# tia_horizontal_sync_counter

Fig. 1: tia_horizontal_sync_counter, metal layers overlaid
Scale: 4 px per µm.
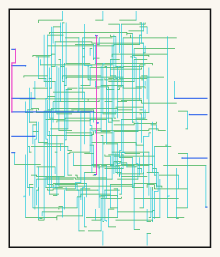
Fig. 2: tia_horizontal_sync_counter, placement density heat map
Scale: 6 px per µm. The die is cut into 10 by 12 equal tiles; black is low, pale yellow is high, 0 to 100% covered.
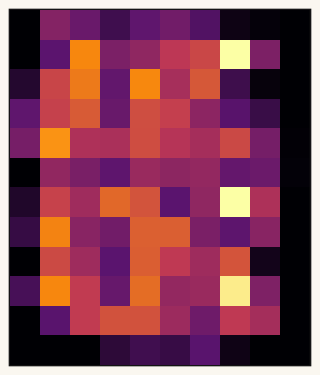
$ cat config.mk
export PLATFORM = sky130hd
export DESIGN_NAME = tia_horizontal_sync_counter
export DESIGN_NICKNAME = d
export VERILOG_FILES = /design/src/rtl/tia_horizontal_sync_counter.sv
export SDC_FILE = /design/constraint.sdc
export NUM_CORES = 1
export LEC_CHECK = 0
export CELL_PAD_IN_SITES_DETAIL_PLACEMENT = 2
export CELL_PAD_IN_SITES_GLOBAL_PLACEMENT = 2
export CORE_ASPECT_RATIO = 1.2
export CORE_MARGIN = 2
export CORE_UTILIZATION = 28
export CTS_BUF_LIST = sky130_fd_sc_hd__clkbuf_2
export DETAILED_ROUTE_END_ITERATION = 10
export HOLD_SLACK_MARGIN = 0.06
export PLACE_DENSITY_LB_ADDON = 0.3
export SLEW_MARGIN = 20
export SYNTH_ARGS = -nofsm -noshare
export SYNTH_HDL_FRONTEND = slang
export SYNTH_SLANG_ARGS = --single-unit
export TNS_END_PERCENT = 1
$ cat constraint.sdc
create_clock -name clk -period 1.3 [get_ports clk]
set_input_delay 0.13 -clock clk [delete_from_list [all_inputs] [get_ports clk]]
set_output_delay 0.13 -clock clk [all_outputs]
set_load 0.02 [all_outputs]
$ cat src/rtl/tia_horizontal_sync_counter.sv
`default_nettype none
// ============================================================================
// Module      : tia_horizontal_sync_counter
// Description : Six-bit polynomial horizontal sync counter (HSC) for the TIA.
//               Master/slave LFSR driven by the biphase clock enables. It
//               decodes the line-timing events into registered hsync, hblank
//               and line_end. Optional feature macro: TIA_HSC_HMOVE_EN adds
//               the hmove_late port, which extends hblank to LRHB.
// Revision    : 1.0 - initial release
// ============================================================================
module tia_horizontal_sync_counter (
   input  logic       clk,
   input  logic       reset_n,
   input  logic       hphi1,
   input  logic       hphi2,
   input  logic       rsynl,
`ifdef TIA_HSC_HMOVE_EN
   input  logic       hmove_late,
`endif
   output logic [5:0] hsc,
   output logic       hsync,
   output logic       hblank,
   output logic       line_end
);

   // Decoded slave values (the index in the sequence from 000000 is in the name).
   // Indices 12 (111100) and 36 (001101) are reserved decodes with no effect.
   localparam logic [5:0] SHB_VAL  = 6'b000000;  // index 0  : start hblank
   localparam logic [5:0] SHS_VAL  = 6'b001111;  // index 4  : set hsync
   localparam logic [5:0] RHS_VAL  = 6'b111011;  // index 8  : reset hsync
   localparam logic [5:0] RHB_VAL  = 6'b001110;  // index 16 : reset hblank
   localparam logic [5:0] LRHB_VAL = 6'b111010;  // index 18 : late reset hblank
   localparam logic [5:0] WRAP_VAL = 6'b001010;  // index 56 : last state

   logic [5:0] master;
   logic [5:0] slave;
   logic [5:0] lfsr_next;
   logic       load_master;
   logic       xfer_slave;
   logic       late_req;
   logic       late_line;

   // Exactly one phase enable must be active for the latches to move.
   assign load_master = hphi1 & ~hphi2;
   assign xfer_slave  = hphi2 & ~hphi1;
   assign hsc         = slave;

`ifdef TIA_HSC_HMOVE_EN
   assign late_req = hmove_late;
`else
   assign late_req = 1'b0;
`endif

   // Feedback: shift left, new LSB is the XNOR of the two top bits.
   always_comb begin
      lfsr_next = {slave[4:0], ~(slave[5] ^ slave[4])};
   end

   // Master/slave counter: master loads on phase 1, slave copies on phase 2,
   // resync clears both and wins over either phase.
   always_ff @(posedge clk or negedge reset_n) begin
      if (!reset_n) begin
         master <= 6'b000000;
         slave  <= 6'b000000;
      end else if (rsynl) begin
         master <= 6'b000000;
         slave  <= 6'b000000;
      end else if (load_master) begin
         master <= (slave == WRAP_VAL) ? 6'b000000 : lfsr_next;
      end else if (xfer_slave) begin
         slave <= master;
      end
   end

   // Line-timing decodes, evaluated on the value being transferred into the
   // slave so the outputs change on the same edge as hsc.
   always_ff @(posedge clk or negedge reset_n) begin
      if (!reset_n) begin
         hsync     <= 1'b0;
         hblank    <= 1'b1;
         line_end  <= 1'b0;
         late_line <= 1'b0;
      end else if (rsynl) begin
         hsync     <= 1'b0;
         hblank    <= 1'b1;
         line_end  <= 1'b1;
         late_line <= late_req;
      end else begin
         line_end <= 1'b0;
         if (xfer_slave) begin
            case (master)
               SHB_VAL: begin
                  hblank    <= 1'b1;
                  late_line <= late_req;
                  // Only a real wrap (slave leaving a non-zero state) marks a
                  // line end; re-loading zero after reset or resync does not.
                  line_end  <= (slave != SHB_VAL);
               end
               SHS_VAL:  hsync <= 1'b1;
               RHS_VAL:  hsync <= 1'b0;
               RHB_VAL:  if (!late_line) hblank <= 1'b0;
               LRHB_VAL: if (late_line)  hblank <= 1'b0;
               default: ;
            endcase
         end
      end
   end

endmodule
`default_nettype wire

==> summary.txt <==
Notes on the physical implementation.

- The flow ran to the end, but the final reports show violations.
- The checks that failed: negative setup slack.
- The die footprint is 0.00295 mm², for reference.
- In this run, distinct cell masters in the synthesized netlist total 26.
- The count of inserted tapcells is 33, for reference.
- The non-clock buffer contribution to total cell area is 22.8%, for reference.
- The yosys cell count is 78, for reference.
- For this run, the leading register cell type out of synthesis is sky130_fd_sc_hd__dfrtp_1.
- The count of plain and timing-repair buffers is 30, for reference.
- The clock drives 15 sinks.
- The OpenROAD report gives the critical path a data arrival time of 1.53 ns.
- The post-placement cell area is 0.00100 mm².
- The final-layout clock-cell area share is 1.94%, for reference.
- The half-perimeter wire length after detailed placement is 1.77 mm, for reference.
- The worst hold margin is 0.126 ns, for reference.
- In this run the remaining antenna-violating nets after routing total 0.
- Net switching is 28.3% of the power.
- The largest vdd supply drop is 0.000337 V, for reference.
- Summing all flip-flop and latch instances after layout gives 379 µm².
- The register share after synthesis is 53.1%, for reference.
- Listed in order, past its start point the critical path passes inv_1, ha_2, nand4bb_1, nor3_1, a2111oi_2.
- According to the cell report, the number of logic gates is 58.
- Setup violations remaining at the end of the flow were counted as 1.
- The post-layout net count is 117, for reference.
- The CTS root buffer is sky130_fd_sc_hd__clkbuf_2, for reference.
- Per the synthesis report, the adder-cell share of the synthesized area is 1.76%.
- The post-synthesis mux area share is 0%, for reference.
- The synthesis report lists the most area-consuming cells as sky130_fd_sc_hd__dfrtp_1 (49%), sky130_fd_sc_hd__nand2_1 (11%), sky130_fd_sc_hd__a21oi_1 (7.8%).
- Routability-driven placement finished with a final weighted congestion of 0.788.
- The internal power summed over all cells is 0.588 mW, for reference.
- The top-level I/O count is 14, for reference.
- Entering global routing, the biggest net connects 16 pins.
- Summed over all instances, the cell type with the most area after synthesis is sky130_fd_sc_hd__dfrtp_1.
- The first-pass iteration count of the detailed router is 4, for reference.
- The worst path setup slack after routing is -0.0229 ns, for reference.
- Detailed routing placed a total of 56 µm of wire on met3.
- The flip-flop and latch count after synthesis is 15, for reference.
- Power attributed to combinational cells is 0.104 mW.
- The number of gates on the worst path with buffers counted is 5, for reference.
- The violation tally from detailed-route iteration zero is 15, for reference.
- The post-route DRC violation count is 0, for reference.
- Per report_power, the sequential group accounts for 57.9% of the total.
- Per STA, the worst path accumulates the most delay in the family flip-flops.
- The final hold violation count is 0, for reference.
About Fig. 1:
Key: M2 = cyan [wire length 1320 µm]; M4 = magenta [wire length 51.2 µm]; M3 = blue [wire length 56.6 µm]; M1 = green [wire length 1080 µm]
Wirelength per Cell: 17.6 µm
drt total wl: 2.51 mm

About Fig. 2:
The mean over all tiles is 34%. The densest ninth of the die: center. 3.3% of the tiles are over 75% full. 19% of the tiles are nearly empty. The emptiest ninth of the die: upper right. The fullest tile reaches 100%.
initial core utilization: 28.6%
end-of-flow core utilization: 41.7%
standard cell core area: 0.00248 mm²

[layout by cell type (no fill, tap or decap), drive strengths merged, types with 2 or more instances in the layout]
cell type	instances
inv	3
clkdlybuf4s50	4
clkbuf	5
dfrtp	14
nand2	21
nor2	4
dlygate4sd2	6
nand2b	4
nand3	2
buf	18
a21oi	11
[flip-flops by register name (all words and copies together) (netlist names)]
register / count
hblank: 1
hsc: 6
master: 6
line_end: 1
hsync: 1
[what timing repair did]
action | in CTS | in global routing
setup endpoints to repair | 11 | 8
pin swaps | 1 | 3
gates resized | 15 | 9
hold buffers | 0 | 0

# round_robin_arbiter

Fig. 3: round_robin_arbiter, clock wiring as the flow saved it
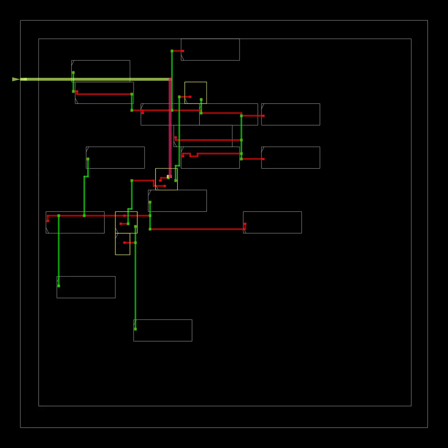
Fig. 4: round_robin_arbiter, placement density heat map
Scale: 8 px per µm. The die is cut into 10 by 10 equal tiles; black is low, pale yellow is high, 0 to 100% covered.
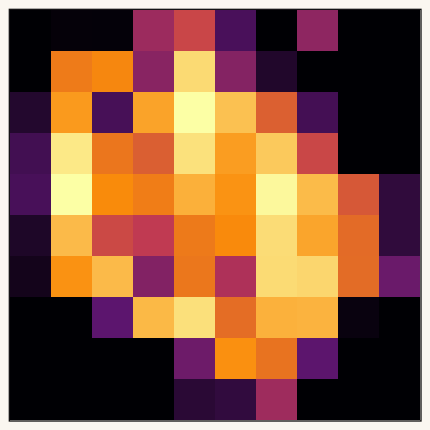
Fig. 5: round_robin_arbiter, placed cells, one color a class
Scale: 6 px per µm.
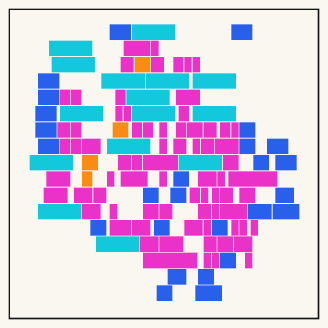
## config.mk

```make
export PLATFORM = sky130hd
export DESIGN_NAME = round_robin_arbiter
export DESIGN_NICKNAME = d
export VERILOG_FILES = /design/src/rtl/round_robin_arbiter.sv
export SDC_FILE = /design/constraint.sdc
export NUM_CORES = 1
export LEC_CHECK = 0
export CAP_MARGIN = 20
export CORE_MARGIN = 2
export CORE_UTILIZATION = 37
export DETAILED_ROUTE_END_ITERATION = 10
export HOLD_SLACK_MARGIN = 0.06
export PLACE_DENSITY = 0.73
export SLEW_MARGIN = 20
export SYNTH_ARGS = -nofsm -noshare
export SYNTH_HDL_FRONTEND = slang
export SYNTH_SLANG_ARGS = --single-unit
```

## constraint.sdc

```tcl
create_clock -name clk -period 3.1 [get_ports clk]
set_clock_uncertainty 0.05 [all_clocks]
set_input_delay 0.93 -clock clk [delete_from_list [all_inputs] [get_ports clk]]
set_output_delay 0.93 -clock clk [all_outputs]
set_load 0.02 [all_outputs]
```

## src/rtl/round_robin_arbiter.sv

```systemverilog
// Four-requester round-robin arbiter with a registered one-hot grant and a hold-time limit.
// A requester that keeps asking is revoked after MAX_HOLD cycles, and the preempt output pulses once.
module round_robin_arbiter #(
   parameter int unsigned MAX_HOLD = 4
) (
   input  logic       clk,
   input  logic       rst_n,
   input  logic [3:0] go,
   output logic [3:0] get,
   output logic [1:0] get_id,
   output logic       busy,
   output logic       preempt
);

   localparam int unsigned NREQ       = 4;
   localparam int unsigned HOLD_CLAMP = (MAX_HOLD < 1) ? 1 : ((MAX_HOLD > 15) ? 15 : MAX_HOLD);
   localparam logic [3:0]  HOLD_LIMIT = 4'(HOLD_CLAMP);

   typedef enum logic {
      IDLE = 1'b0,
      OWN  = 1'b1
   } state_t;

   state_t      state_reg,    state_next;
   logic [1:0]  ptr_reg,      ptr_next;
   logic [3:0]  hold_cnt_reg, hold_cnt_next;
   logic [3:0]  get_reg,      get_next;
   logic [1:0]  get_id_reg,   get_id_next;
   logic        busy_reg,     busy_next;
   logic        preempt_reg,  preempt_next;

   logic [3:0]  go_rot;
   logic [1:0]  offset;
   logic        any_req;
   logic [1:0]  winner;
   logic [3:0]  winner_onehot;
   logic        owner_req;
   logic        hold_expired;
   logic        rearb;

   // go_rot[k] is the request seen at search position k, counting from ptr.
   generate
      for (genvar gi = 0; gi < NREQ; gi++) begin : g_rot
         logic [1:0] idx;
         assign idx        = ptr_reg + 2'(gi);
         assign go_rot[gi] = go[idx];
      end
   endgenerate

   always_comb begin
      offset  = 2'd0;
      any_req = |go_rot;
      for (int k = NREQ - 1; k >= 0; k--) begin
         if (go_rot[k]) begin
            offset = 2'(k);
         end
      end
   end

   assign winner = ptr_reg + offset;

   generate
      for (genvar gi = 0; gi < NREQ; gi++) begin : g_dec
         assign winner_onehot[gi] = (winner == 2'(gi));
      end
   endgenerate

   assign owner_req    = go[get_id_reg];
   assign hold_expired = (hold_cnt_reg >= HOLD_LIMIT);

   always_comb begin
      state_next    = state_reg;
      ptr_next      = ptr_reg;
      hold_cnt_next = hold_cnt_reg;
      get_next      = get_reg;
      get_id_next   = get_id_reg;
      preempt_next  = 1'b0;
      rearb         = 1'b0;

      case (state_reg)
         IDLE: begin
            rearb = 1'b1;
         end
         OWN: begin
            if (!owner_req) begin
               rearb = 1'b1;
            end else if (hold_expired) begin
               rearb        = 1'b1;
               preempt_next = 1'b1;
            end else begin
               hold_cnt_next = hold_cnt_reg + 4'd1;
            end
         end
         default: begin
            rearb = 1'b1;
         end
      endcase

      // ptr already points past the outgoing owner, so a timed-out owner is searched last.
      if (rearb) begin
         if (any_req) begin
            state_next    = OWN;
            get_next      = winner_onehot;
            get_id_next   = winner;
            ptr_next      = winner + 2'd1;
            hold_cnt_next = 4'd1;
         end else begin
            state_next    = IDLE;
            get_next      = 4'd0;
            get_id_next   = 2'd0;
            hold_cnt_next = 4'd0;
         end
      end

      busy_next = |get_next;
   end

   always_ff @(posedge clk) begin
      if (!rst_n) begin
         state_reg    <= IDLE;
         ptr_reg      <= 2'd0;
         hold_cnt_reg <= 4'd0;
         get_reg      <= 4'd0;
         get_id_reg   <= 2'd0;
         busy_reg     <= 1'b0;
         preempt_reg  <= 1'b0;
      end else begin
         state_reg    <= state_next;
         ptr_reg      <= ptr_next;
         hold_cnt_reg <= hold_cnt_next;
         get_reg      <= get_next;
         get_id_reg   <= get_id_next;
         busy_reg     <= busy_next;
         preempt_reg  <= preempt_next;
      end
   end

   assign get     = get_reg;
   assign get_id  = get_id_reg;
   assign busy    = busy_reg;
   assign preempt = preempt_reg;

endmodule

```

==> summary.txt <==
Notes on the physical implementation.

- The via density per instance is 5.10, for reference.
- After layout, the worst path uses 94.4% of the clock period.
- The sequential power reported by the tool is 0.309 mW.
- The post-synthesis mux area share is 5.30%, for reference.
- The critical-path cell with the highest stage delay is sky130_fd_sc_hd__or3b_4, for reference.
- The most common logic cells in the final layout are sky130_fd_sc_hd__dfxtp_1 (15), sky130_fd_sc_hd__buf_4 (12), sky130_fd_sc_hd__nand2_1 (11).
- The worst path setup slack after routing is 0.172 ns, for reference.
- 14 I/O pins were placed.
- The detailed router reported a total wirelength of 1.67 mm.
- The stage-log warning count is 26, for reference.
- The area of all sequential standard cells is 300 µm², for reference.
- Nets still carrying antenna violations after routing amount to 0.
- The post-CTS resize count is 5, for reference.
- The run finished with clean final reports.
- Endpoints failing hold in the final report were tallied at 0.
- Per the detail_route report, DRC violations left total 0.
- Endpoints with negative setup slack in the final report add up to 0.
- The clock insertion delay at the later pin of the skew report is 0.28 ns, for reference.
- The post-layout instance area is 0.00110 mm², for reference.
- The violation tally from detailed-route iteration zero is 9, for reference.
- The area fraction in and, or, nand and nor cells is 24.5%, for reference.
- The net load switching power is 0.376 mW, for reference.
- The aggregate global routing overflow is 0, for reference.
- Sequential elements use 36.3% of the synthesized area.
- For this run, the top clock speed supported by timing is 342 MHz.
- The most critical setup path has its endpoint at ptr_reg[1]$_SDFFE_PN0P_.
- The part of the power in combinational logic is 57.9%, for reference.
- The required time at the worst endpoint is listed as 3.27 ns.
- Counting every net in the synthesized netlist gives 104.
- The top logic cell family in the synthesized netlist is simple AND/OR/NAND/NOR gates, for reference.
- The startpoint of the lowest-slack register-to-register path is ptr_reg[0]$_SDFFE_PN0P_, for reference.
- Sequential cells burn 31.0% of the power.
- The cell count after synthesis is 96, for reference.
- The final antenna diode count is 0, for reference.
- In this run, synthesis produced a sequential element count of 15.
- The commonest cells after synthesis are sky130_fd_sc_hd__dfxtp_1 (15), sky130_fd_sc_hd__nand2_1 (11), sky130_fd_sc_hd__nor2_1 (8).
- Looking at the post-CTS report, the setup buffer insertion count equals 1.
- The half-perimeter wire length after detailed placement is 1.26 mm, for reference.
- The sort of element at the start of the critical path is an input port, for reference.
- During placement, the flow inserted port buffers numbering 13.
- The number of antenna violations at the first check in global routing is 0, for reference.
- The iteration count recorded for the first detailed-route pass is 4.
- The count of vias placed by the detailed router is 750, for reference.
- The fraction of registers with async set/reset is 0%, for reference.
- The data arrival time at the worst-slack endpoint is 3.09 ns, for reference.
- The group drawing the most power is combinational logic, for reference.
- Per the post-synthesis stats, the area per cell is 8.62 µm².
- Per the synthesis report, the AND-OR/OR-AND share of the synthesized area is 18.8%.
- On the final layout, the worst hold slack is 0.398 ns.
- The hold buffer count at CTS is 0, for reference.
- Of the total synthesized cell area, the portion taken by XOR and XNOR cells is 4.24%.
- The type of the setup path with the least slack is input port to flip-flop, for reference.
- In this run the cell area measured after placement is 0.00103 mm².
- The worst reg-to-reg setup slack is 0.51 ns, for reference.
- The highest metal layer with signal wires is met4, for reference.
- The post-layout net count is 128, for reference.
- The cell taking the most area after synthesis is sky130_fd_sc_hd__dfxtp_1, for reference.
- Per the detail_route log, met2 wirelength is 778 µm.
- The vertical die dimension is 51.3 µm, for reference.
- The met2 demand-to-capacity share in global routing is 22.9%, for reference.
- The first global-routing pass estimated 2.90 mm of wire.
- The count of pins over their slew limit is 0, for reference.
- The mapped netlist covers 827 µm².
- After floorplanning, the core was divided into 17 placement rows.
- The first element of the critical path is go[0], for reference.
- Looking at hold timing, the worst path starts from hold_cnt_reg[0]$_SDFFE_PN0P_.
- Per STA, the worst path is made up of dlygate4sd2_1, nor2_1, a211oi_2, a31oi_1, a211o_1, ha_4, xor2_1, or3b_4, a21oi_2, mux2i_1.
About Fig. 3:
total of clock buffers placed in the layout: 3
sinks on the clock net: 15
clock-net power: 0.111 mW
clock buffers created by TritonCTS: 3

About Fig. 4:
The fullest tile reaches 100%. The densest ninth of the die: center. 30% of the tiles are nearly empty. The mean over all tiles is 41%. 26% of the tiles are over 75% full.

About Fig. 5:
Key: clock drivers and dummy loads = orange [cells 4]; remaining logic cells = magenta [cells 74]; registers = cyan [cells 15]; remaining buffers and delay cells = blue [cells 26]

[final cells by class]
| class | count | area share (%) |
|---|---|---|
| Clock buffer | 3 | 2.04 |
| Clock inverter | 1 | 0.454 |
| Inverter | 4 | 1.36 |
| Multi-Input combinational cell | 70 | 44.6 |
| Sequential cell | 15 | 27.2 |
| Tap cell | 28 | 3.17 |
| Timing Repair Buffer | 26 | 21.2 |


==> gallery <==
Pin placement.
(a)
Scale: 8 px per µm. Pins as bars across the die edge, other pins in gray.
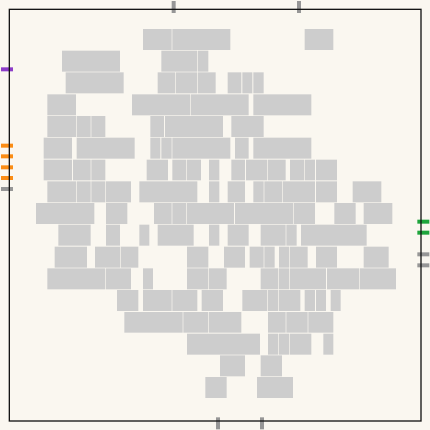
(b)
Scale: 6 px per µm. Pins as bars across the die edge, other pins in gray.
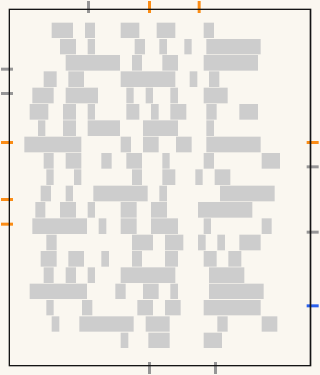
(a) comes from round_robin_arbiter.
(b) comes from tia_horizontal_sync_counter.

Key to (a):
Key: `get_id` = green [pins 2, direction output, edge right]; `get` = orange [pins 4, direction output, edge left]; `clk` = purple [pins 1, direction input, edge left]
All pins by edge: 6 left, 4 right, 2 top, 2 bottom.

Power figures rest on the tool's default switching activity, not on a simulated workload.
